==================== axil_reg_slave
Figure 1. Track usage over the die (axil_reg_slave).
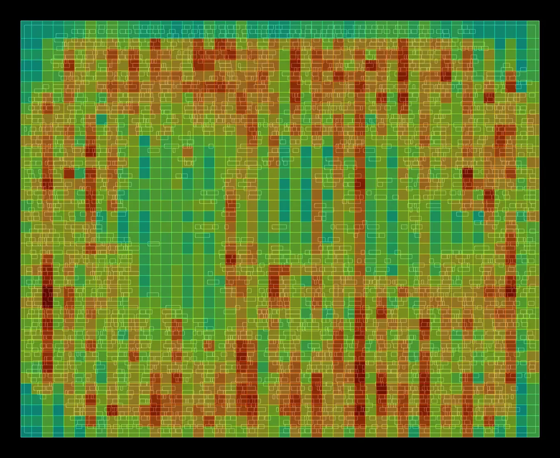

--- config.mk ---
export PLATFORM = sky130hd
export DESIGN_NAME = axil_reg_slave
export DESIGN_NICKNAME = d
export VERILOG_FILES = /design/src/rtl/axil_reg_slave.sv
export SDC_FILE = /design/constraint.sdc
export NUM_CORES = 1
export LEC_CHECK = 0
export CAP_MARGIN = 30
export CORE_ASPECT_RATIO = 0.8
export CORE_MARGIN = 2
export CORE_UTILIZATION = 32
export DETAILED_ROUTE_END_ITERATION = 16
export PLACE_DENSITY = 0.53
export SLEW_MARGIN = 20
export SYNTH_ARGS = -nofsm -noshare
export SYNTH_HDL_FRONTEND = slang
export SYNTH_SLANG_ARGS = --single-unit
export TNS_END_PERCENT = 30
--- constraint.sdc ---
create_clock -name clk -period 2.6 [get_ports clk]
set_clock_uncertainty 0.05 [all_clocks]
set_input_delay 0.52 -clock clk [delete_from_list [all_inputs] [get_ports clk]]
set_output_delay 0.52 -clock clk [all_outputs]
set_load 0.005 [all_outputs]
--- src/rtl/axil_reg_slave.sv ---
// AXI4-Lite register slave: NUM_REGS word registers with byte-strobed writes,
// independent AW/W capture, 1-cycle registered reads and per-register write pulses.
module axil_reg_slave #(
  parameter int unsigned ADDR_WIDTH = 14,
  parameter int unsigned DATA_WIDTH = 32,
  parameter int unsigned NUM_REGS   = 16,
  localparam int unsigned BE_WIDTH  = DATA_WIDTH / 8
) (
  input  logic                         clk,
  input  logic                         rst_n,
  input  logic [ADDR_WIDTH-1:0]        s_axi_awaddr,
  input  logic                         s_axi_awvalid,
  output logic                         s_axi_awready,
  input  logic [DATA_WIDTH-1:0]        s_axi_wdata,
  input  logic [BE_WIDTH-1:0]          s_axi_wstrb,
  input  logic                         s_axi_wvalid,
  output logic                         s_axi_wready,
  output logic [1:0]                   s_axi_bresp,
  output logic                         s_axi_bvalid,
  input  logic                         s_axi_bready,
  input  logic [ADDR_WIDTH-1:0]        s_axi_araddr,
  input  logic                         s_axi_arvalid,
  output logic                         s_axi_arready,
  output logic [DATA_WIDTH-1:0]        s_axi_rdata,
  output logic [1:0]                   s_axi_rresp,
  output logic                         s_axi_rvalid,
  input  logic                         s_axi_rready,
  output logic [NUM_REGS*DATA_WIDTH-1:0] regs_out,
  output logic [NUM_REGS-1:0]          wr_pulse
);

  localparam int unsigned IDX_W = $clog2(NUM_REGS);
  localparam logic [1:0] RespOkay   = 2'b00;
  localparam logic [1:0] RespSlvErr = 2'b10;

  logic                  aw_held_q, aw_held_d;
  logic [ADDR_WIDTH-1:0] aw_addr_q, aw_addr_d;
  logic                  w_held_q, w_held_d;
  logic [DATA_WIDTH-1:0] w_data_q, w_data_d;
  logic [BE_WIDTH-1:0]   w_strb_q, w_strb_d;
  logic                  bvalid_q, bvalid_d;
  logic [1:0]            bresp_q, bresp_d;
  logic                  rvalid_q, rvalid_d;
  logic [DATA_WIDTH-1:0] rdata_q, rdata_d;
  logic [1:0]            rresp_q, rresp_d;
  logic [NUM_REGS-1:0]   wr_pulse_q, wr_pulse_d;
  logic [DATA_WIDTH-1:0] regs_q [NUM_REGS];
  logic [DATA_WIDTH-1:0] regs_d [NUM_REGS];

  logic                  aw_hs, w_hs, ar_hs, commit;
  logic [ADDR_WIDTH-1:0] wr_addr;
  logic [DATA_WIDTH-1:0] wr_data;
  logic [BE_WIDTH-1:0]   wr_strb;
  logic                  wr_in_range, rd_in_range;
  logic [IDX_W-1:0]      wr_idx, rd_idx;

  // Readies depend only on registered state.
  assign s_axi_awready = !aw_held_q && !bvalid_q;
  assign s_axi_wready  = !w_held_q && !bvalid_q;
  assign s_axi_arready = !rvalid_q;

  assign aw_hs  = s_axi_awvalid && s_axi_awready;
  assign w_hs   = s_axi_wvalid && s_axi_wready;
  assign ar_hs  = s_axi_arvalid && s_axi_arready;
  assign commit = (aw_held_q || aw_hs) && (w_held_q || w_hs);

  // A held channel takes precedence; otherwise the one handshaking this cycle.
  assign wr_addr = aw_held_q ? aw_addr_q : s_axi_awaddr;
  assign wr_data = w_held_q ? w_data_q : s_axi_wdata;
  assign wr_strb = w_held_q ? w_strb_q : s_axi_wstrb;

  assign wr_in_range = (wr_addr >> (IDX_W + 2)) == '0;
  assign rd_in_range = (s_axi_araddr >> (IDX_W + 2)) == '0;
  assign wr_idx      = wr_addr[IDX_W+1:2];
  assign rd_idx      = s_axi_araddr[IDX_W+1:2];

  always_comb begin
    aw_held_d  = aw_held_q;
    aw_addr_d  = aw_addr_q;
    w_held_d   = w_held_q;
    w_data_d   = w_data_q;
    w_strb_d   = w_strb_q;
    bvalid_d   = bvalid_q;
    bresp_d    = bresp_q;
    rvalid_d   = rvalid_q;
    rdata_d    = rdata_q;
    rresp_d    = rresp_q;
    wr_pulse_d = '0;
    regs_d     = regs_q;

    if (aw_hs) begin
      aw_held_d = 1'b1;
      aw_addr_d = s_axi_awaddr;
    end
    if (w_hs) begin
      w_held_d = 1'b1;
      w_data_d = s_axi_wdata;
      w_strb_d = s_axi_wstrb;
    end

    if (bvalid_q && s_axi_bready) begin
      bvalid_d = 1'b0;
    end

    if (commit) begin
      aw_held_d = 1'b0;
      w_held_d  = 1'b0;
      bvalid_d  = 1'b1;
      bresp_d   = wr_in_range ? RespOkay : RespSlvErr;
      if (wr_in_range) begin
        wr_pulse_d[wr_idx] = 1'b1;
        for (int unsigned b = 0; b < BE_WIDTH; b++) begin
          if (wr_strb[b]) begin
            regs_d[wr_idx][b*8 +: 8] = wr_data[b*8 +: 8];
          end
        end
      end
    end

    // regs_q here is the pre-commit value, so a same-edge read sees old data.
    if (ar_hs) begin
      rvalid_d = 1'b1;
      rdata_d  = rd_in_range ? regs_q[rd_idx] : '0;
      rresp_d  = rd_in_range ? RespOkay : RespSlvErr;
    end else if (rvalid_q && s_axi_rready) begin
      rvalid_d = 1'b0;
    end
  end

  always_ff @(posedge clk) begin
    if (!rst_n) begin
      aw_held_q  <= 1'b0;
      aw_addr_q  <= '0;
      w_held_q   <= 1'b0;
      w_data_q   <= '0;
      w_strb_q   <= '0;
      bvalid_q   <= 1'b0;
      bresp_q    <= 2'b00;
      rvalid_q   <= 1'b0;
      rdata_q    <= '0;
      rresp_q    <= 2'b00;
      wr_pulse_q <= '0;
      regs_q     <= '{default: '0};
    end else begin
      aw_held_q  <= aw_held_d;
      aw_addr_q  <= aw_addr_d;
      w_held_q   <= w_held_d;
      w_data_q   <= w_data_d;
      w_strb_q   <= w_strb_d;
      bvalid_q   <= bvalid_d;
      bresp_q    <= bresp_d;
      rvalid_q   <= rvalid_d;
      rdata_q    <= rdata_d;
      rresp_q    <= rresp_d;
      wr_pulse_q <= wr_pulse_d;
      regs_q     <= regs_d;
    end
  end

  assign s_axi_bvalid = bvalid_q;
  assign s_axi_bresp  = bresp_q;
  assign s_axi_rvalid = rvalid_q;
  assign s_axi_rdata  = rdata_q;
  assign s_axi_rresp  = rresp_q;
  assign wr_pulse     = wr_pulse_q;

  for (genvar i = 0; i < NUM_REGS; i++) begin : g_regs_out
    assign regs_out[i*DATA_WIDTH +: DATA_WIDTH] = regs_q[i];
  end

endmodule

==================== pmem_arbiter
`src/rtl/pmem_arbiter.sv`:
```
// Two-master arbiter sharing one physical-memory port between I and D caches.
// Grants alternate on contention; one transaction is held until pmem_resp.
module pmem_arbiter #(
    parameter int ADDR_WIDTH = 16,
    parameter int LINE_WIDTH = 128
) (
    input  logic                  clk,
    input  logic                  reset,
    input  logic                  i_pmem_read,
    input  logic [ADDR_WIDTH-1:0] i_pmem_address,
    output logic                  i_pmem_resp,
    output logic [LINE_WIDTH-1:0] i_pmem_rdata,
    input  logic                  d_pmem_read,
    input  logic                  d_pmem_write,
    input  logic [ADDR_WIDTH-1:0] d_pmem_address,
    input  logic [LINE_WIDTH-1:0] d_pmem_wdata,
    output logic                  d_pmem_resp,
    output logic [LINE_WIDTH-1:0] d_pmem_rdata,
    output logic                  pmem_read,
    output logic                  pmem_write,
    output logic [ADDR_WIDTH-1:0] pmem_address,
    output logic [LINE_WIDTH-1:0] pmem_wdata,
    input  logic [LINE_WIDTH-1:0] pmem_rdata,
    input  logic                  pmem_resp
);

    typedef enum logic [1:0] {
        IDLE,
        SERVE_I,
        SERVE_D
    } state_t;

    state_t state, state_nx;

    logic                  last_d;
    logic                  i_req, d_req;
    logic                  grant_i, grant_d;
    logic                  serving;
    logic [ADDR_WIDTH-1:0] addr_q;
    logic                  wr_q;
    logic [LINE_WIDTH-1:0] wdata_q;
    logic [LINE_WIDTH-1:0] i_rdata_q;
    logic [LINE_WIDTH-1:0] d_rdata_q;

    assign i_req = i_pmem_read;
    assign d_req = d_pmem_read | d_pmem_write;

    // On contention the master that was not granted last wins
    assign grant_i = (state == IDLE) & i_req & (~d_req | last_d);
    assign grant_d = (state == IDLE) & d_req & ~grant_i;

    always_comb begin
        state_nx = state;
        unique case (state)
            IDLE: begin
                if (grant_i) begin
                    state_nx = SERVE_I;
                end else if (grant_d) begin
                    state_nx = SERVE_D;
                end
            end
            SERVE_I, SERVE_D: begin
                if (pmem_resp) begin
                    state_nx = IDLE;
                end
            end
            default: state_nx = IDLE;
        endcase
    end

    always_ff @(posedge clk or posedge reset) begin
        if (reset) begin
            state <= IDLE;
        end else begin
            state <= state_nx;
        end
    end

    always_ff @(posedge clk or posedge reset) begin
        if (reset) begin
            last_d  <= 1'b1;
            addr_q  <= '0;
            wr_q    <= 1'b0;
            wdata_q <= '0;
        end else if (grant_i) begin
            last_d  <= 1'b0;
            addr_q  <= i_pmem_address;
            wr_q    <= 1'b0;
            wdata_q <= '0;
        end else if (grant_d) begin
            last_d  <= 1'b1;
            addr_q  <= d_pmem_address;
            wr_q    <= d_pmem_write;
            wdata_q <= d_pmem_wdata;
        end
    end

    // Each master sees its last returned line while the other is served
    always_ff @(posedge clk or posedge reset) begin
        if (reset) begin
            i_rdata_q <= '0;
            d_rdata_q <= '0;
        end else if (pmem_resp) begin
            if (state == SERVE_I) begin
                i_rdata_q <= pmem_rdata;
            end
            if (state == SERVE_D) begin
                d_rdata_q <= pmem_rdata;
            end
        end
    end

    assign serving = (state != IDLE);

    assign pmem_read    = serving & ~wr_q;
    assign pmem_write   = serving & wr_q;
    assign pmem_address = serving ? addr_q : '0;
    assign pmem_wdata   = (serving & wr_q) ? wdata_q : '0;

    assign i_pmem_resp  = (state == SERVE_I) & pmem_resp;
    assign d_pmem_resp  = (state == SERVE_D) & pmem_resp;
    assign i_pmem_rdata = (state == SERVE_I) ? pmem_rdata : i_rdata_q;
    assign d_pmem_rdata = (state == SERVE_D) ? pmem_rdata : d_rdata_q;

endmodule

```
`config.mk`:
```
export PLATFORM = sky130hd
export DESIGN_NAME = pmem_arbiter
export DESIGN_NICKNAME = d
export VERILOG_FILES = /design/src/rtl/pmem_arbiter.sv
export SDC_FILE = /design/constraint.sdc
export NUM_CORES = 1
export LEC_CHECK = 0
export CAP_MARGIN = 20
export CORE_AREA = 10 10 267 269
export DETAILED_ROUTE_END_ITERATION = 10
export DIE_AREA = 0 0 277 279
export RECOVER_POWER = 50
export SYNTH_ARGS = -nofsm -noshare
export SYNTH_HDL_FRONTEND = slang
export SYNTH_SLANG_ARGS = --single-unit
```
`constraint.sdc`:
```
create_clock -name clk -period 23.8 [get_ports clk]
set_input_delay 3.57 -clock clk [delete_from_list [all_inputs] [get_ports clk]]
set_output_delay 3.57 -clock clk [all_outputs]
set_load 0.02 [all_outputs]
```
==================== conv_sequencer_flat
$ cat config.mk
export PLATFORM = sky130hd
export DESIGN_NAME = conv_sequencer_flat
export DESIGN_NICKNAME = d
export VERILOG_FILES = /design/src/rtl/conv_sequencer_if.sv /design/src/rtl/conv_sequencer.sv /design/src/flat_wrapper.sv
export SDC_FILE = /design/constraint.sdc
export NUM_CORES = 1
export LEC_CHECK = 0
export ABC_CLOCK_PERIOD_IN_PS = 2000
export CAP_MARGIN = 20
export CELL_PAD_IN_SITES_DETAIL_PLACEMENT = 1
export CELL_PAD_IN_SITES_GLOBAL_PLACEMENT = 1
export CORE_ASPECT_RATIO = 1.2
export CORE_MARGIN = 4
export CORE_UTILIZATION = 33
export CTS_CLUSTER_SIZE = 25
export DETAILED_ROUTE_END_ITERATION = 10
export GPL_ROUTABILITY_DRIVEN = 0
export PLACE_DENSITY_LB_ADDON = 0.1
export SLEW_MARGIN = 40
export SYNTH_ARGS = -nofsm -noshare
export SYNTH_HDL_FRONTEND = slang
export SYNTH_SLANG_ARGS = --single-unit
$ cat constraint.sdc
create_clock -name clk -period 2 [get_ports clk]
set_input_delay 0.4 -clock clk [delete_from_list [all_inputs] [get_ports clk]]
set_output_delay 0.4 -clock clk [all_outputs]
set_load 0.02 [all_outputs]
$ cat src/rtl/conv_sequencer_if.sv
`default_nettype none
// ============================================================================
//  Module      : conv_sequencer_if
//  Description : Handshake and data bundle between the 2x2 convolution
//                sequencer (master) and its PE / job requester (slave).
//  Revision    : 1.0  initial release
// ============================================================================
interface conv_sequencer_if;
    logic       start;      // job request
    logic [3:0] s0;         // matrix-a element select
    logic [3:0] s1;         // filter element select
    logic       pe_init;    // PE accumulator load strobe
    logic       pe_preset;  // PE clear strobe
    logic [7:0] pe_out;     // PE accumulated result
    logic       busy;       // job in progress
    logic       done;       // job completion pulse
    logic [7:0] r11;        // result, output position (0,0)
    logic [7:0] r12;        // result, output position (0,1)
    logic [7:0] r21;        // result, output position (1,0)
    logic [7:0] r22;        // result, output position (1,1)

    modport master (
        input  start,
        input  pe_out,
        output s0,
        output s1,
        output pe_init,
        output pe_preset,
        output busy,
        output done,
        output r11,
        output r12,
        output r21,
        output r22
    );

    modport slave (
        output start,
        output pe_out,
        input  s0,
        input  s1,
        input  pe_init,
        input  pe_preset,
        input  busy,
        input  done,
        input  r11,
        input  r12,
        input  r21,
        input  r22
    );
endinterface
`default_nettype wire

$ cat src/rtl/conv_sequencer.sv
`default_nettype none
// ============================================================================
//  Module      : conv_sequencer
//  Description : Sequences a 2x2 valid convolution of a 4x4 matrix with a
//                3x3 filter through an external multiply-accumulate PE.
//                Walks 4 output positions x 9 taps, then captures the PE
//                result for each position PE_LAT cycles after its last tap.
//  Revision    : 1.0  initial release
// ============================================================================
module conv_sequencer #(
    parameter int PE_LAT = 1    // tap-to-pe_out latency of the PE, 1..4
) (
    input  wire logic        clk,
    input  wire logic        rst,
    conv_sequencer_if.master bus
);

    // ------------------------------------------------------------------------
    // State encoding
    // ------------------------------------------------------------------------
    localparam logic [2:0] c_ST_IDLE   = 3'd0;
    localparam logic [2:0] c_ST_PRESET = 3'd1;
    localparam logic [2:0] c_ST_RUN    = 3'd2;
    localparam logic [2:0] c_ST_DRAIN  = 3'd3;
    localparam logic [2:0] c_ST_DONE   = 3'd4;

    localparam logic [3:0] c_LAST_TAP   = 4'd8;
    localparam logic [1:0] c_LAST_POS   = 2'd3;
    localparam logic [2:0] c_DRAIN_LAST = 3'(PE_LAT - 1);

    // ------------------------------------------------------------------------
    // Registers
    // ------------------------------------------------------------------------
    logic [2:0] r_state;
    logic [1:0] r_pos;          // output position, {row, col}
    logic [3:0] r_tap;          // filter tap within the position, 0..8
    logic [2:0] r_drain_cnt;    // cycles spent in DRAIN

    // Capture pipeline: a valid bit plus the position tag, PE_LAT stages deep
    logic       r_cap_vld [PE_LAT];
    logic [1:0] r_cap_tag [PE_LAT];

    logic [7:0] r_r11;
    logic [7:0] r_r12;
    logic [7:0] r_r21;
    logic [7:0] r_r22;

    // ------------------------------------------------------------------------
    // Combinational decode
    // ------------------------------------------------------------------------
    logic       w_in_run;
    logic       w_cap_stb;
    logic [1:0] w_kr;
    logic [1:0] w_kc;
    logic [1:0] w_row;
    logic [1:0] w_col;
    logic [3:0] w_s1;

    // Split the linear tap index into filter row/column (tap/3, tap%3)
    always_comb begin
        w_kr = 2'd0;
        w_kc = 2'd0;
        case (r_tap)
            4'd0:    begin w_kr = 2'd0; w_kc = 2'd0; end
            4'd1:    begin w_kr = 2'd0; w_kc = 2'd1; end
            4'd2:    begin w_kr = 2'd0; w_kc = 2'd2; end
            4'd3:    begin w_kr = 2'd1; w_kc = 2'd0; end
            4'd4:    begin w_kr = 2'd1; w_kc = 2'd1; end
            4'd5:    begin w_kr = 2'd1; w_kc = 2'd2; end
            4'd6:    begin w_kr = 2'd2; w_kc = 2'd0; end
            4'd7:    begin w_kr = 2'd2; w_kc = 2'd1; end
            4'd8:    begin w_kr = 2'd2; w_kc = 2'd2; end
            default: begin w_kr = 2'd0; w_kc = 2'd0; end
        endcase
    end

    assign w_in_run  = (r_state == c_ST_RUN);

    // Matrix coordinates never exceed 3, so row*4+col is just {row, col}
    assign w_row     = {1'b0, r_pos[1]} + w_kr;
    assign w_col     = {1'b0, r_pos[0]} + w_kc;
    assign w_s1      = ({2'b00, w_kr} * 4'd3) + {2'b00, w_kc};

    // The last tap of a position is on the bus; its result lands PE_LAT later
    assign w_cap_stb = w_in_run && (r_tap == c_LAST_TAP);

    // ------------------------------------------------------------------------
    // Outputs
    // ------------------------------------------------------------------------
    assign bus.s0        = w_in_run ? {w_row, w_col} : 4'd0;
    assign bus.s1        = w_in_run ? w_s1 : 4'd0;
    assign bus.pe_init   = w_in_run && (r_tap == 4'd0);
    assign bus.pe_preset = (r_state == c_ST_PRESET);
    assign bus.busy      = (r_state == c_ST_PRESET) ||
                           (r_state == c_ST_RUN)    ||
                           (r_state == c_ST_DRAIN);
    assign bus.done      = (r_state == c_ST_DONE);
    assign bus.r11       = r_r11;
    assign bus.r12       = r_r12;
    assign bus.r21       = r_r21;
    assign bus.r22       = r_r22;

    // ------------------------------------------------------------------------
    // Sequential logic
    // ------------------------------------------------------------------------

    // Job FSM with position/tap walk and drain counter
    always_ff @(posedge clk) begin
        if (rst) begin
            r_state     <= c_ST_IDLE;
            r_pos       <= 2'd0;
            r_tap       <= 4'd0;
            r_drain_cnt <= 3'd0;
        end else begin
            case (r_state)
                c_ST_IDLE: begin
                    if (bus.start) begin
                        r_state <= c_ST_PRESET;
                    end
                end
                c_ST_PRESET: begin
                    r_state <= c_ST_RUN;
                    r_pos   <= 2'd0;
                    r_tap   <= 4'd0;
                end
                c_ST_RUN: begin
                    if (r_tap == c_LAST_TAP) begin
                        r_tap <= 4'd0;
                        if (r_pos == c_LAST_POS) begin
                            r_state     <= c_ST_DRAIN;
                            r_pos       <= 2'd0;
                            r_drain_cnt <= 3'd0;
                        end else begin
                            r_pos <= r_pos + 2'd1;
                        end
                    end else begin
                        r_tap <= r_tap + 4'd1;
                    end
                end
                c_ST_DRAIN: begin
                    if (r_drain_cnt == c_DRAIN_LAST) begin
                        r_state     <= c_ST_DONE;
                        r_drain_cnt <= 3'd0;
                    end else begin
                        r_drain_cnt <= r_drain_cnt + 3'd1;
                    end
                end
                c_ST_DONE: begin
                    r_state <= c_ST_IDLE;
                end
                default: begin
                    r_state <= c_ST_IDLE;
                end
            endcase
        end
    end

    // Delay the capture strobe and its position tag to match the PE latency
    always_ff @(posedge clk) begin
        if (rst) begin
            for (int i = 0; i < PE_LAT; i++) begin
                r_cap_vld[i] <= 1'b0;
                r_cap_tag[i] <= 2'd0;
            end
        end else begin
            r_cap_vld[0] <= w_cap_stb;
            r_cap_tag[0] <= r_pos;
            for (int i = 1; i < PE_LAT; i++) begin
                r_cap_vld[i] <= r_cap_vld[i-1];
                r_cap_tag[i] <= r_cap_tag[i-1];
            end
        end
    end

    // Store the PE result for the tagged position; values are kept raw
    always_ff @(posedge clk) begin
        if (rst) begin
            r_r11 <= 8'd0;
            r_r12 <= 8'd0;
            r_r21 <= 8'd0;
            r_r22 <= 8'd0;
        end else if (r_cap_vld[PE_LAT-1]) begin
            case (r_cap_tag[PE_LAT-1])
                2'd0:    r_r11 <= bus.pe_out;
                2'd1:    r_r12 <= bus.pe_out;
                2'd2:    r_r21 <= bus.pe_out;
                default: r_r22 <= bus.pe_out;
            endcase
        end
    end

endmodule
`default_nettype wire

$ cat src/flat_wrapper.sv
// flat-port wrapper written by rule: the top's interface ports become plain ports
module conv_sequencer_flat 
#(
    parameter int PE_LAT = 1                                            
)
  (clk, rst, bus_start, bus_pe_out, bus_s0, bus_s1, bus_pe_init, bus_pe_preset, bus_busy, bus_done, bus_r11, bus_r12, bus_r21, bus_r22);
  conv_sequencer_if bus_i ();
  input  wire logic clk;
  input  wire logic rst;
  input wire logic [$bits(bus_i.start)-1:0] bus_start;
  input wire logic [$bits(bus_i.pe_out)-1:0] bus_pe_out;
  output wire logic [$bits(bus_i.s0)-1:0] bus_s0;
  output wire logic [$bits(bus_i.s1)-1:0] bus_s1;
  output wire logic [$bits(bus_i.pe_init)-1:0] bus_pe_init;
  output wire logic [$bits(bus_i.pe_preset)-1:0] bus_pe_preset;
  output wire logic [$bits(bus_i.busy)-1:0] bus_busy;
  output wire logic [$bits(bus_i.done)-1:0] bus_done;
  output wire logic [$bits(bus_i.r11)-1:0] bus_r11;
  output wire logic [$bits(bus_i.r12)-1:0] bus_r12;
  output wire logic [$bits(bus_i.r21)-1:0] bus_r21;
  output wire logic [$bits(bus_i.r22)-1:0] bus_r22;
  assign bus_i.start = bus_start;
  assign bus_i.pe_out = bus_pe_out;
  assign bus_s0 = bus_i.s0;
  assign bus_s1 = bus_i.s1;
  assign bus_pe_init = bus_i.pe_init;
  assign bus_pe_preset = bus_i.pe_preset;
  assign bus_busy = bus_i.busy;
  assign bus_done = bus_i.done;
  assign bus_r11 = bus_i.r11;
  assign bus_r12 = bus_i.r12;
  assign bus_r21 = bus_i.r21;
  assign bus_r22 = bus_i.r22;
  conv_sequencer #(.PE_LAT(PE_LAT)) u_core (.clk(clk), .rst(rst), .bus(bus_i));
endmodule
Figure 2. The metal 3 layer (pmem_arbiter).
Cells faint in the background.
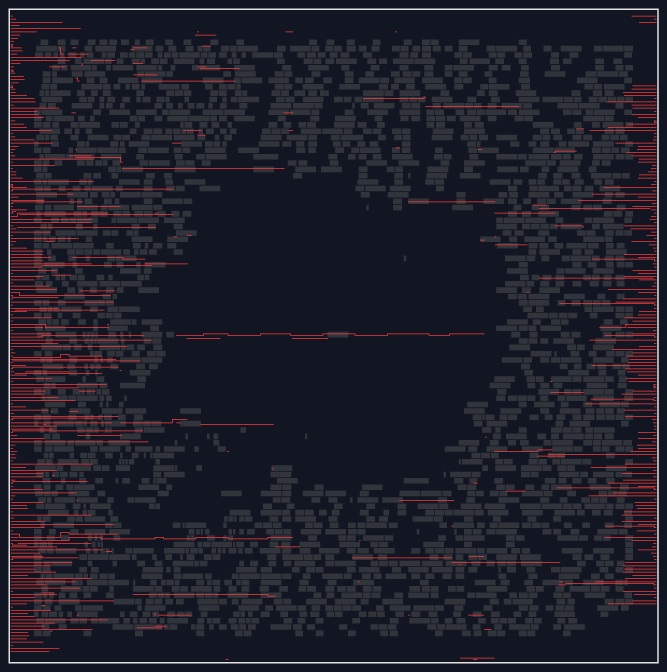
longest straight run	69.2 um
wire length on this layer	6340 um
main direction	horizontal
nets with wire on the layer	409
met3 track demand over resource: 0.06763
Vias: 13990
wire length reported by the detailed router: 69490 um

==> run notes, pmem_arbiter <==
Status of the implementation.

- The clock net in this run drives a total of 404 sinks.
- The gate count after technology mapping is 1390, for reference.
- The sum of overflow across all layers after global routing is 0, for reference.
- The checks that failed: max-capacitance violations, max-slew violations.
- The footprint of the multi-input gates is 0.008346 sq mm, for reference.
- Once synthesis finished, the tally of register bits stood at 404.
- The power in the clock group is 0.746 mW, for reference.
- The final critical-path setup slack is 13.06 ns, for reference.
- The run finished, with violations left.
- In the final report, the number of pins over their slew limit comes to 638.
- The final critical-path required period is 10.74 ns, for reference.
- The OpenROAD warning count is 34, for reference.
- For reference, the top cells by area after synthesis are sky130_fd_sc_hd__dfrtp_1, sky130_fd_sc_hd__mux2_2, sky130_fd_sc_hd__a22o_1.
- The tool flagged a number of max-cap violations equal to 11.
- The worst hold path passes through 2 cells.
- The sequential share of cell area is 0.3575, for reference.
- The number of rows in the core area is 94, for reference.
- The total number of multi-input combinational cells is 873, for reference.
- Tap insertion was completed with 864 tapcells.
-- pmem_arbiter: layer usage --
metal | vias up | track usage
met5 | - | 0
met4 | 6 | 0.05603
met3 | 95 | 0.06763
met2 | 525 | 0.2935
met1 | 7033 | 0.1904
li1 | 6327 | -
-- pmem_arbiter: registers in the layout (all words and copies together) (netlist names) --
| name | flops |
|---|---|
| addr_q | 16 |
| d_rdata_q | 128 |
| i_rdata_q | 128 |
| last_d | 1 |
| state | 2 |
| wdata_q | 128 |
| wr_q | 1 |
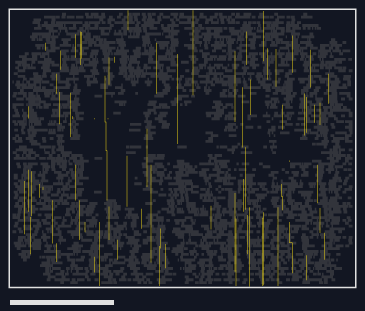
Figure 3: axil_reg_slave, metal 4.
The bar under the picture is 100 um long. Cells faint in the background.
longest straight run	93.8 um
share of all routed wire	2.5%
Vias: 21980
wire length reported by the detailed router: 106300 um

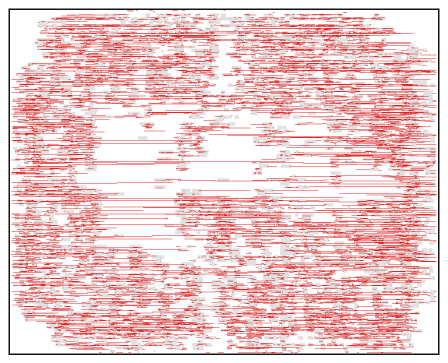
Figure 4: axil_reg_slave, metal 1.
Cells faint in the background.
nets with wire on the layer	2980
longest straight run	150 um
wire length on this layer	46.3 mm
main direction	horizontal
met1 Resource Use GR: 0.2970

About Figure 1:
met3 track demand over resource: 0.05238
utilization after layout: 0.4521
all-layer global routing usage: 0.2324
routed length per instance: 24.58 um
most used routing layer: met2

==> run notes, axil_reg_slave <==
Status of the implementation.

- The share of async-settable or async-resettable flops after synthesis is 0, for reference.
- Setup repair after global routing left no endpoint under its margin.
- The longest individual stage delay on the worst path is 0.59 ns, for reference.
- The fraction of synthesized cell area in xor and xnor cells is 0, for reference.
- The critical path starts at aw_held_q.
- The post-synth tally of flip-flops with integrated enable is 0, for reference.
- The half-perimeter wire length after detailed placement is 76860 um, for reference.
- The met2 track demand over resource is 0.3938, for reference.
- The post-synthesis mux area share is 0.3296, for reference.
- After detailed routing, the met3 layer carries 5898 um of wire.
- The CTS log lists the clock sinks for this run as 614.
- In the floorplan report the effective utilization is 0.3224.
- The routability-driven placement congestion ratio is 0.8574, for reference.
- For reference, the critical path is captured by regs_out[147].
- The worst-case hold path end point is w_data_q[7], for reference.
- The number of rows in the core area is 96, for reference.
- In this run the layout overhead on the synthesized area is reported as 40.21%.
- The flow ran to the end, and the final reports show no timing, DRC or antenna violations.
- STA classifies the critical path endpoint as a flip-flop.
axil_reg_slave: layout make-up:
class / count / share of cell area
Inverter: 1 / 0.00009708
Sequential cell: 614 / 0.3180
Multi-Input combinational cell: 1674 / 0.3738
Tap cell: 1127 / 0.03647
Clock inverter: 17 / 0.004660
Antenna cell: 5 / 0.0003236
Clock buffer: 103 / 0.05294
Timing Repair Buffer: 785 / 0.2137
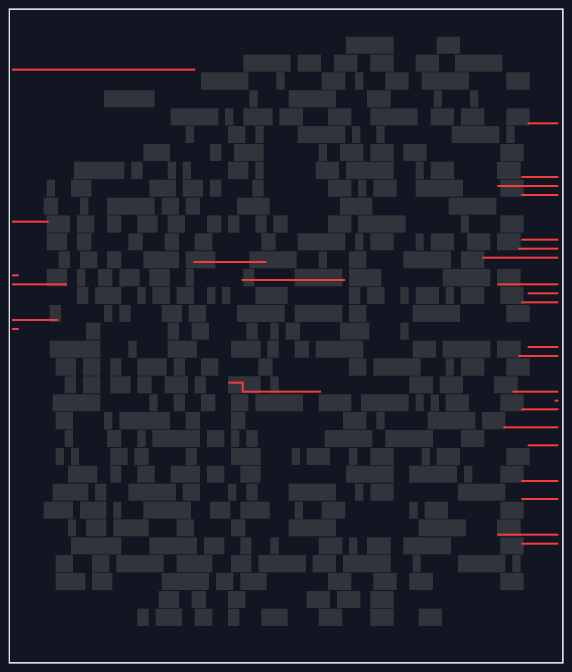
Figure 5: conv_sequencer_flat, the metal 3 layer.
Cells faint in the background.
wire length on this layer	215 um
main direction	horizontal
longest straight run	27.6 um
nets with wire on the layer	28
Vias: 1921
wire length reported by the detailed router: 5594 um

==> run notes, conv_sequencer_flat <==
Status of the implementation.

- The DRC violation total left in the routed layout is recorded as 0.
- STA shows the worst reg2reg path with a cell count of 10.
- The endpoint of the most critical register-to-register path is u_core.w_kc[1], for reference.
- The gate count after technology mapping is 242, for reference.
- Per the timing report, the biggest fanout along the worst path comes to 2.
- The tool flagged a number of max-cap violations equal to 0.
- The checks that failed: negative setup slack.
- Post-synth the commonest register cell is sky130_fd_sc_hd__dfxtp_1.
- Summed over all failing endpoints, the final setup total negative slack is -0.8119 ns.
- The global router reports that the layer with the highest usage is met2.
- The final hold violation count recorded for this run is 0.
- The clock insertion delay at the later pin of the skew report is 0.30 ns, for reference.
- The total setup violations reported at the end of the flow is 3, for reference.
- The sequential area share after synthesis is 0.4464, for reference.
- The final critical-path setup slack is -0.4144 ns, for reference.
- The top layer used by detailed routing is met4, for reference.
- At the pin with the least slew margin, the transition time is 0.6434 ns.
- The sum of buffers and inverters on the critical path is 1, for reference.
- The worst-case reg-to-reg setup slack stands at 0.10 ns.
- The net count after synthesis is 268, for reference.
- The number of gates resized after cts is 45, for reference.
- Counting instances in the post-synthesis netlist gives the leading cell types as sky130_fd_sc_hd__dfxtp_1, sky130_fd_sc_hd__nor2_1, sky130_fd_sc_hd__mux2i_1, sky130_fd_sc_hd__ha_1, sky130_fd_sc_hd__and2_1.
- The die is 84 um wide.
- The script logs the mean routed wire length per placed instance as 13.88 um.
- The count of input and output buffers is 54, for reference.
- The final cell count without fillers is 403, for reference.
- The OpenROAD warning count is 34, for reference.
- The flow ran to the end, but the final reports show violations.
-- conv_sequencer_flat: stage by stage --
| stage | setup slack (ns) | utilization |
|---|---|---|
| after floorplan | -0.006101 | - |
| after global placement | -0.5473 | 0.4516 |
| after detailed placement | -0.5682 | 0.4516 |
| after CTS | -0.4349 | 0.4675 |
| after global routing | -0.4767 | 0.4715 |
| final | -0.4144 | 0.4715 |

==> screenshots <==
Met2 routing.
shot_01.png
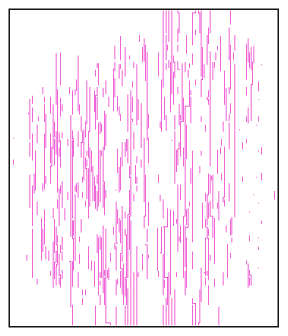
shot_02.png
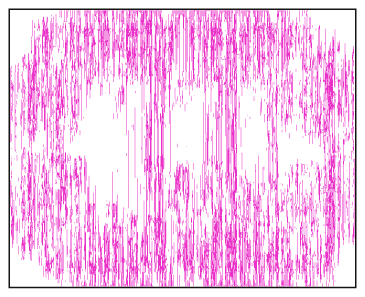
shot_03.png
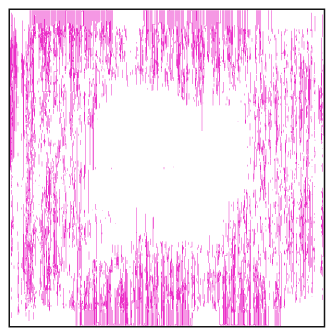
shot_03.png -> pmem_arbiter
shot_01.png -> conv_sequencer_flat
shot_02.png -> axil_reg_slave

Key to shot_01.png:
nets with wire on the layer	303
main direction	vertical
share of all routed wire	54%
longest straight run	47.9 um
wire length on this layer	3020 um


==================== date_sequencer
Figure 6. Register map, names as in the netlist (date_sequencer).
The bar under the picture is 20 um long. Other sequential cells in the stronger gray, the rest of the logic in the fainter gray.
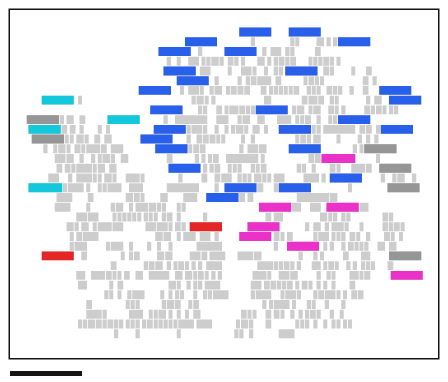

`config.mk`:
```
export PLATFORM = sky130hd
export DESIGN_NAME = date_sequencer
export DESIGN_NICKNAME = d
export VERILOG_FILES = /design/src/rtl/date_sequencer_pkg.sv /design/src/rtl/date_sequencer_dateconverter.sv /design/src/rtl/date_sequencer.sv
export SDC_FILE = /design/constraint.sdc
export NUM_CORES = 1
export LEC_CHECK = 0
export ABC_AREA = 1
export CAP_MARGIN = 20
export CORE_ASPECT_RATIO = 0.8
export CORE_MARGIN = 4
export CORE_UTILIZATION = 41
export DETAILED_ROUTE_END_ITERATION = 10
export DONT_BUFFER_PORTS = 1
export SYNTH_ARGS = -nofsm -noshare
export SYNTH_HDL_FRONTEND = slang
export SYNTH_HIERARCHICAL = 1
export SYNTH_SLANG_ARGS = --single-unit
```
`constraint.sdc`:
```
create_clock -name clk -period 6.2 [get_ports clk]
set_clock_uncertainty 0.1 [all_clocks]
set_input_delay 1.86 -clock clk [delete_from_list [all_inputs] [get_ports clk]]
set_output_delay 1.86 -clock clk [all_outputs]
set_load 0.05 [all_outputs]
```
`src/rtl/date_sequencer_pkg.sv`:
```
// Shared definitions for the date sequencer: FSM state encoding, month
// lengths for the Jan..Apr window and the month output encodings.
package date_sequencer_pkg;

  typedef enum logic [1:0] {IDLE, RUN, STEP} stateT;

  localparam int DAYS_JAN    = 31;
  localparam int DAYS_FEB    = 28;
  localparam int DAYS_MAR    = 31;
  localparam int DAYS_APR    = 30;
  localparam int MAX_NONLEAP = DAYS_JAN + DAYS_FEB + DAYS_MAR + DAYS_APR;  // 120

  localparam logic [1:0] MON_JAN = 2'd0;
  localparam logic [1:0] MON_FEB = 2'd1;
  localparam logic [1:0] MON_MAR = 2'd2;
  localparam logic [1:0] MON_APR = 2'd3;

  // Last legal day-of-year; leap years push everything after Feb 28 by one.
  function automatic logic [6:0] maxDate(input logic leap);
    return leap ? 7'(MAX_NONLEAP + 1) : 7'(MAX_NONLEAP);
  endfunction

endpackage

```
`src/rtl/date_sequencer_dateconverter.sv`:
```
// dateconverter: combinational day-of-year to month / BCD day-of-month.
//   date     in  7  day-of-year, 1-based, 1..121
//   leapYear in  1  1 = February has 29 days
//   month    out 2  0=Jan .. 3=Apr
//   dayOnes  out 4  BCD ones digit of day-of-month
//   dayTens  out 2  tens digit of day-of-month
module dateconverter
  import date_sequencer_pkg::*;
(
  input  logic [6:0] date,
  input  logic       leapYear,
  output logic [1:0] month,
  output logic [3:0] dayOnes,
  output logic [1:0] dayTens
);

  logic [6:0] febEnd, marEnd, dom;

  always_comb begin
    febEnd = 7'(DAYS_JAN + DAYS_FEB) + {6'd0, leapYear};
    marEnd = febEnd + 7'(DAYS_MAR);
    if (date <= 7'(DAYS_JAN)) begin
      month = MON_JAN;
      dom   = date;
    end else if (date <= febEnd) begin
      month = MON_FEB;
      dom   = date - 7'(DAYS_JAN);
    end else if (date <= marEnd) begin
      month = MON_MAR;
      dom   = date - febEnd;
    end else begin
      month = MON_APR;
      dom   = date - marEnd;
    end

    // Day-of-month never exceeds 31, so a compare ladder replaces a divider.
    if (dom >= 7'd30) begin
      dayTens = 2'd3;
      dayOnes = 4'(dom - 7'd30);
    end else if (dom >= 7'd20) begin
      dayTens = 2'd2;
      dayOnes = 4'(dom - 7'd20);
    end else if (dom >= 7'd10) begin
      dayTens = 2'd1;
      dayOnes = 4'(dom - 7'd10);
    end else begin
      dayTens = 2'd0;
      dayOnes = 4'(dom);
    end
  end

endmodule

```
`src/rtl/date_sequencer.sv`:
```
// date_sequencer: day-of-year counter for Jan..Apr, advanced automatically
// (RUN, once per prescaler tick) or one day per step key press (STEP).
//   clk        in  1  clock, rising edge
//   reset_n    in  1  asynchronous active-low reset
//   run        in  1  level, auto-advance enable
//   step       in  1  debounced key level; rising edge = single advance
//   dir        in  1  0 = next day, 1 = previous day
//   leap_year  in  1  1 = February has 29 days
//   load       in  1  strobe, loads load_date (clamped to 1..MAX)
//   load_date  in  7  day-of-year to load
//   date       out 7  current day-of-year, zero extra latency
//   month      out 2  registered converter output
//   day_tens   out 2  registered converter output
//   day_ones   out 4  registered converter output (BCD)
//   wrap       out 1  pulse with the first cycle of a wrapped date
//   busy       out 1  1 while in RUN
module date_sequencer
  import date_sequencer_pkg::*;
#(
  parameter int unsigned CLK_DIV = 50000000
) (
  input  logic       clk,
  input  logic       reset_n,
  input  logic       run,
  input  logic       step,
  input  logic       dir,
  input  logic       leap_year,
  input  logic       load,
  input  logic [6:0] load_date,
  output logic [6:0] date,
  output logic [1:0] month,
  output logic [1:0] day_tens,
  output logic [3:0] day_ones,
  output logic       wrap,
  output logic       busy
);

  localparam int PW = $clog2(CLK_DIV);
  localparam logic [PW-1:0] TERM = PW'(CLK_DIV - 1);

  stateT         state;
  logic [PW-1:0] presc;
  logic          stepPrev;
  logic [6:0]    maxD, advDate, loadVal;
  logic          advWrap, stepRise, tick, doAdv;
  logic [1:0]    convMonth, convTens;
  logic [3:0]    convOnes;

  assign maxD     = maxDate(leap_year);
  assign stepRise = step & ~stepPrev;
  assign tick     = (state == RUN) && (presc == TERM);
  // STEP lasts exactly one cycle, so being in it is the single advance.
  assign doAdv    = tick || (state == STEP);
  assign busy     = (state == RUN);

  always_comb begin
    advDate = date;
    advWrap = 1'b0;
    if (!dir) begin
      if (date >= maxD) begin
        advDate = 7'd1;
        advWrap = 1'b1;
      end else begin
        advDate = date + 7'd1;
      end
    end else begin
      if (date <= 7'd1) begin
        advDate = maxD;
        advWrap = 1'b1;
      end else begin
        advDate = date - 7'd1;
      end
    end

    if (load_date == 7'd0)     loadVal = 7'd1;
    else if (load_date > maxD) loadVal = maxD;
    else                       loadVal = load_date;
  end

  dateconverter uConv (
    .date     (date),
    .leapYear (leap_year),
    .month    (convMonth),
    .dayOnes  (convOnes),
    .dayTens  (convTens)
  );

  always_ff @(posedge clk or negedge reset_n) begin
    if (!reset_n) begin
      state    <= IDLE;
      presc    <= '0;
      stepPrev <= 1'b0;
      date     <= 7'd1;
      wrap     <= 1'b0;
      month    <= MON_JAN;
      day_tens <= 2'd0;
      day_ones <= 4'd1;
    end else begin
      stepPrev <= step;
      wrap     <= 1'b0;

      // Load never alters the state sequence; it only overrides the date.
      case (state)
        IDLE: begin
          presc <= '0;
          if (run)           state <= RUN;
          else if (stepRise) state <= STEP;
        end
        RUN: begin
          if (!run) begin
            state <= IDLE;
            presc <= '0;
          end else begin
            presc <= tick ? '0 : presc + 1'b1;
          end
        end
        STEP:    state <= IDLE;
        default: state <= IDLE;
      endcase

      // Priority: load, then leap-year clamp (day 121 vanishing), then advance.
      if (load) begin
        date <= loadVal;
      end else if (date > maxD) begin
        date <= maxD;
      end else if (doAdv) begin
        date <= advDate;
        wrap <= advWrap;
      end

      month    <= convMonth;
      day_tens <= convTens;
      day_ones <= convOnes;
    end
  end

endmodule

```
==================== fme_mux_sequencer
**config.mk**
```make
export PLATFORM = sky130hd
export DESIGN_NAME = fme_mux_sequencer
export DESIGN_NICKNAME = d
export VERILOG_FILES = /design/src/rtl/fme_seq_pkg.sv /design/src/rtl/fme_beat_counter.sv /design/src/rtl/fme_mux_sequencer.sv
export SDC_FILE = /design/constraint.sdc
export NUM_CORES = 1
export LEC_CHECK = 0
export CORE_AREA = 2 2 39 41
export CTS_CLUSTER_SIZE = 10
export DETAILED_ROUTE_END_ITERATION = 6
export DIE_AREA = 0 0 41 43
export PLACE_DENSITY_LB_ADDON = 0.05
export SYNTH_ARGS = -nofsm -noshare
export SYNTH_HDL_FRONTEND = slang
export SYNTH_SLANG_ARGS = --single-unit
```
**constraint.sdc**
```tcl
create_clock -name clk -period 2.25 [get_ports clk]
set_input_delay 0.675 -clock clk [delete_from_list [all_inputs] [get_ports clk]]
set_output_delay 0.675 -clock clk [all_outputs]
set_load 0.1 [all_outputs]
```
**src/rtl/fme_seq_pkg.sv**
```systemverilog
// Shared types and constants for the FME candidate-row mux sequencer.
package fme_seq_pkg;

  typedef enum logic [2:0] {
    IDLE,
    RUN_INT,
    RUN_HALF,
    RUN_QUART,
    DONE
  } state_t;

  localparam logic [1:0] SEL_INT   = 2'b00;
  localparam logic [1:0] SEL_HALF  = 2'b10;
  localparam logic [1:0] SEL_QUART = 2'b11;

  localparam logic [1:0] GRP_INT   = 2'd0;
  localparam logic [1:0] GRP_HALF  = 2'd1;
  localparam logic [1:0] GRP_QUART = 2'd2;

  typedef struct packed {
    logic [1:0] sel;
    logic       valid;
    logic [1:0] grp;
    logic       busy;
    logic       done;
  } seq_out_t;

  // Output image of a state; registered by the top so outputs never see inputs combinationally.
  function automatic seq_out_t decode(state_t s);
    seq_out_t o;
    o = '0;
    case (s)
      RUN_INT:   begin o.sel = SEL_INT;   o.grp = GRP_INT;   o.valid = 1'b1; o.busy = 1'b1; end
      RUN_HALF:  begin o.sel = SEL_HALF;  o.grp = GRP_HALF;  o.valid = 1'b1; o.busy = 1'b1; end
      RUN_QUART: begin o.sel = SEL_QUART; o.grp = GRP_QUART; o.valid = 1'b1; o.busy = 1'b1; end
      DONE:      begin o.busy = 1'b1; o.done = 1'b1; end
      default:   o = '0;
    endcase
    return o;
  endfunction

endpackage

```
**src/rtl/fme_beat_counter.sv**
```systemverilog
// Modulo-ROWS beat counter with enable and synchronous clear; last flags the terminal count.
module fme_beat_counter #(
  parameter int ROWS = 4,
  parameter int W    = $clog2(ROWS)
) (
  input  logic         clk,
  input  logic         rst_n,
  input  logic         en,
  input  logic         clr,
  output logic [W-1:0] count,
  output logic         last
);

  assign last = (count == W'(ROWS - 1));

  always_ff @(posedge clk or negedge rst_n) begin
    if (!rst_n)   count <= '0;
    else if (clr) count <= '0;
    else if (en)  count <= last ? '0 : count + 1'b1;
  end

endmodule

```
**src/rtl/fme_mux_sequencer.sv**
```systemverilog
// FME 3:1 candidate mux sequencer: walks integer/half/quarter groups, one beat per row.
// Optional abort input enabled by defining FME_SEQ_ABORT_EN.
module fme_mux_sequencer
  import fme_seq_pkg::*;
#(
  parameter int ROWS = 4
) (
  input  logic                    clk,
  input  logic                    rst_n,
  input  logic                    start,
  input  logic                    half_only,
  input  logic                    out_ready,
`ifdef FME_SEQ_ABORT_EN
  input  logic                    abort,
`endif
  output logic                    c1,
  output logic                    c0,
  output logic                    out_valid,
  output logic [$clog2(ROWS)-1:0] row_idx,
  output logic [1:0]              grp_idx,
  output logic                    busy,
  output logic                    done
);

  state_t   state, state_d;
  seq_out_t out_d;
  logic     mode;
  logic     xfer, last, abort_i;

`ifdef FME_SEQ_ABORT_EN
  assign abort_i = abort;
`else
  assign abort_i = 1'b0;
`endif

  assign xfer = out_valid & out_ready;

  fme_beat_counter #(.ROWS(ROWS)) u_cnt (
    .clk   (clk),
    .rst_n (rst_n),
    .en    (xfer),
    .clr   (abort_i),
    .count (row_idx),
    .last  (last)
  );

  always_ff @(posedge clk or negedge rst_n) begin
    if (!rst_n) state <= IDLE;
    else        state <= state_d;
  end

  always_comb begin
    state_d = state;
    case (state)
      IDLE:      if (start)       state_d = RUN_INT;
      RUN_INT:   if (xfer && last) state_d = RUN_HALF;
      RUN_HALF:  if (xfer && last) state_d = mode ? DONE : RUN_QUART;
      RUN_QUART: if (xfer && last) state_d = DONE;
      DONE:                        state_d = IDLE;
      default:                     state_d = IDLE;
    endcase
    if (abort_i) state_d = IDLE;
  end

  always_comb begin
    out_d = decode(state_d);
  end

  // Mode is captured only at pass launch, so half_only is don't-care mid-pass.
  always_ff @(posedge clk or negedge rst_n) begin
    if (!rst_n)                      mode <= 1'b0;
    else if (abort_i)                mode <= 1'b0;
    else if (state == IDLE && start) mode <= half_only;
  end

  always_ff @(posedge clk or negedge rst_n) begin
    if (!rst_n) begin
      c1        <= 1'b0;
      c0        <= 1'b0;
      out_valid <= 1'b0;
      grp_idx   <= GRP_INT;
      busy      <= 1'b0;
      done      <= 1'b0;
    end else begin
      c1        <= out_d.sel[1];
      c0        <= out_d.sel[0];
      out_valid <= out_d.valid;
      grp_idx   <= out_d.grp;
      busy      <= out_d.busy;
      done      <= out_d.done;
    end
  end

endmodule

```
Figure 7. Track usage over the die (fme_mux_sequencer).
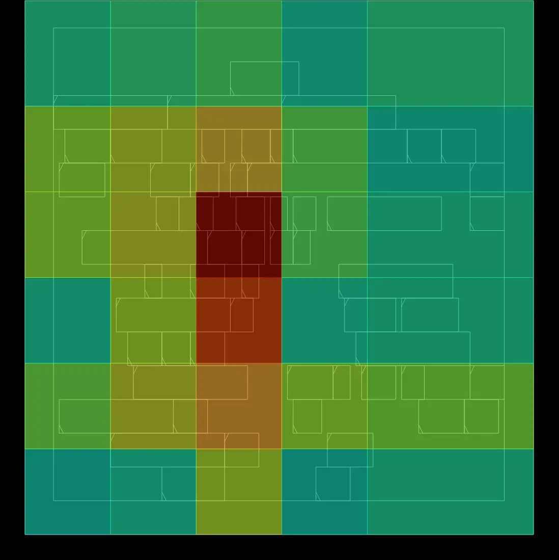
met1 Resource Use GR: 0.1655
routed length per instance: 12.15 um

==> run notes, fme_mux_sequencer <==
Status of the implementation.

- Looking at the clock tree report, the root buffer type is sky130_fd_sc_hd__clkbuf_4.
- Dividing the final minimum period by the clock period gives 0.7426.
- The cell-mix breakdown from Yosys lists the compound-gate area share as 0.1133.
- The wire length after detailed routing is 899 um, for reference.
- By area the synthesized netlist is led by sky130_fd_sc_hd__dfrtp_1, sky130_fd_sc_hd__mux2_2, sky130_fd_sc_hd__nor3_1.
- The DRC violation total left in the routed layout is recorded as 0.
- The setup check on the worst reg-to-reg path leaves a slack of 0.81 ns.
- STA classifies the critical path startpoint as an input port.
- sky130_fd_sc_hd__dfrtp_1 is the most common cell in the netlist.
- Setup repair after global routing left no endpoint under its margin.
- After layout, the worst setup slack is 0.5792 ns.
- In the hold report, the worst path ends at u_cnt.count[0].
- Looking at the setup timing report, the critical path kind is in2reg.
- The top layer used by detailed routing is met4, for reference.
- The clock-pin slew on the worst setup and hold paths is 0.07 ns, for reference.
- The number of rows in the core area is 14, for reference.
- For this configuration, the core starts out at a cell density of 0.3671.
- The number of flip-flops under the largest register name is 3, for reference.
- Averaged over all synthesized cells, the footprint is 11.81 sq um.
- The flow ran to the end, and the final reports show no timing, DRC or antenna violations.
- In this run the vertical extent of the chip is 43 um.
- Counting flops with an async set or reset pin after synthesis yields a share of 1.000.
==> fme_mux_sequencer: metrics by stage <==
stage | instances | util
2_1_floorplan | 43 | -
3_3_place_gp | 70 | 0.4458
3_5_place_dp | 70 | 0.4458
4_1_cts | 74 | 0.4720
5_1_grt | 74 | 0.4720
6_report | 74 | 0.4720
==> fme_mux_sequencer: area by class of cell <==
class	count	area (sq um)
clock buffers	4	36.28
fillers	127	730.7
inverters	1	3.754
multi-input cells	28	185.2
flip-flops and latches	12	300.3
well taps	16	20.02
repair buffers	13	107.6
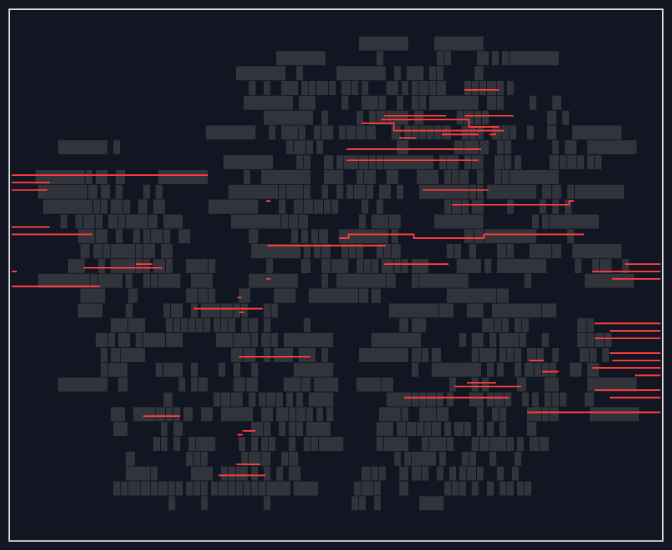
Figure 8: date_sequencer, the metal 3 layer.
Cells faint in the background.
share of all routed wire	5.6%
main direction	horizontal
Vias: 3812
wire length reported by the detailed router: 10380 um
met3 track demand over resource: 0.04075

Notes on Figure 6 above:
color	name in the netlist	sequential cells
blue	`presc`	26
red	`month`	2
magenta	`date`	7
cyan	`day_ones`	4
not colored	6
utilization after layout: 0.4467

==> run notes, date_sequencer <==
Status of the implementation.

- Of the available clock period, the critical path in the final layout requires 0.6437.
- Among the non-sequential cells, simple AND/OR/NAND/NOR gates take the most area.
- Sorting the synthesized cells by how often they occur yields sky130_fd_sc_hd__nand2_1, sky130_fd_sc_hd__inv_1, sky130_fd_sc_hd__nor2_1, sky130_fd_sc_hd__nand3_1, sky130_fd_sc_hd__dfrtp_1.
- Of the total synthesized cell area, the portion taken by AND-OR and OR-AND cells is 0.06342.
- The synthesized netlist has a Yosys-reported chip area of 0.004084 sq mm.
- In this run the horizontal extent of the chip is 119.6 um.
- The total number of multi-input combinational cells is 478, for reference.
- The CTS root buffer is sky130_fd_sc_hd__clkbuf_16, for reference.
- Of the cells placed in the final design, the portion with a size suffix greater than 1 is 0.1238.
- Compared with the post-synthesis result, the final layout area differs by 5.974%.
- The worst-case hold path end point is state[1], for reference.
- In this build the clock could be raised as far as 250.6 MHz.
- The global-route track usage on met1 is 0.2765, for reference.
- TritonCTS built the clock tree.
- Per the post-place timing report, worst setup slack is 1.935 ns.
- Of the total standard cell area in the layout, the sequential portion is 0.2608.
- By area the synthesized netlist is led by sky130_fd_sc_hd__dfrtp_1, sky130_fd_sc_hd__nand2_1, sky130_fd_sc_hd__nand3_1.
- The count of inserted tapcells is 136, for reference.
- Pins over their slew limit in the final report were tallied at 0.
- The final critical-path setup slack is 2.209 ns, for reference.
- The dominant kind of cell by area is logic gates, for reference.
- The detailed router finished its first iteration with 299 violations.
- CTS reports a maximum clock tree buffer depth of 2.
- The run finished with clean final reports.
- For reference, the placement row count at floorplan is 32.
- The timing report gives the clock slew at the launch and capture registers of the worst setup and hold paths as 0.06 ns.
- The number of global-route vias before repair is 3606, for reference.
## date_sequencer: state kept, by name, summed over array words and instances (netlist names)
name and count:
stepPrev 1, day_ones 4, month 2, state 2
date 7, wrap 1, day_tens 2, presc 26

==> screenshots <==
Met2 routing.
Plate I
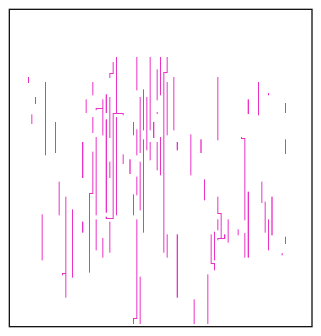
Plate II
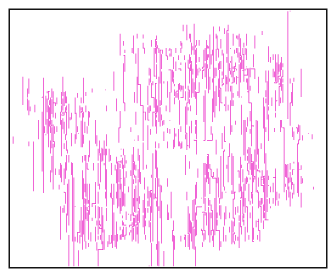
date_sequencer -> Plate II
fme_mux_sequencer -> Plate I

Key to Plate II:
wire length on this layer	4300 um
main direction	vertical
share of all routed wire	41%



==> notes/layouts.md <==
Pictures saved along the way, in no particular order.

Metal 1.
Cells faint in the background.
panel A
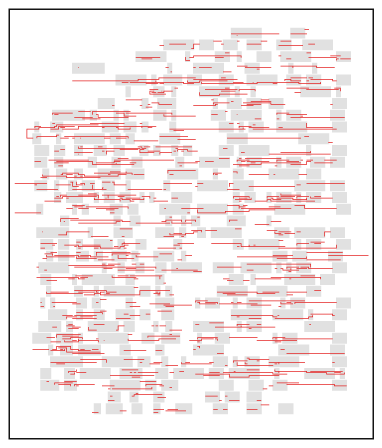
panel B
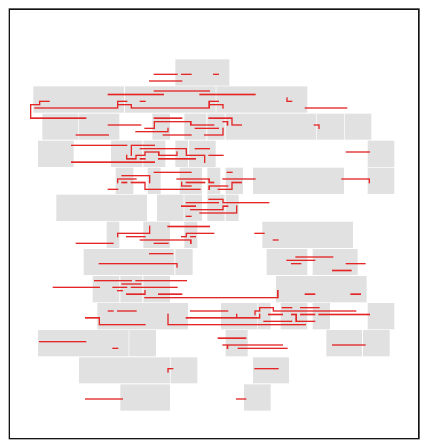
panel C
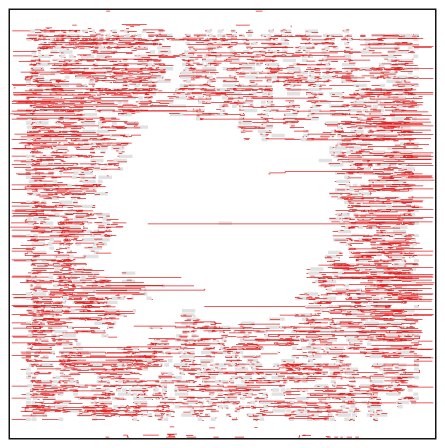
panel D
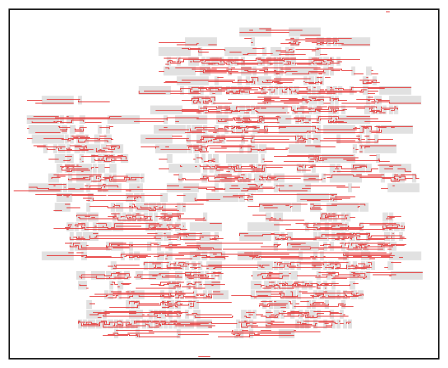
date_sequencer -> panel D
pmem_arbiter -> panel C
conv_sequencer_flat -> panel A
fme_mux_sequencer -> panel B

Power figures rest on the tool's default switching activity, not on a simulated workload.
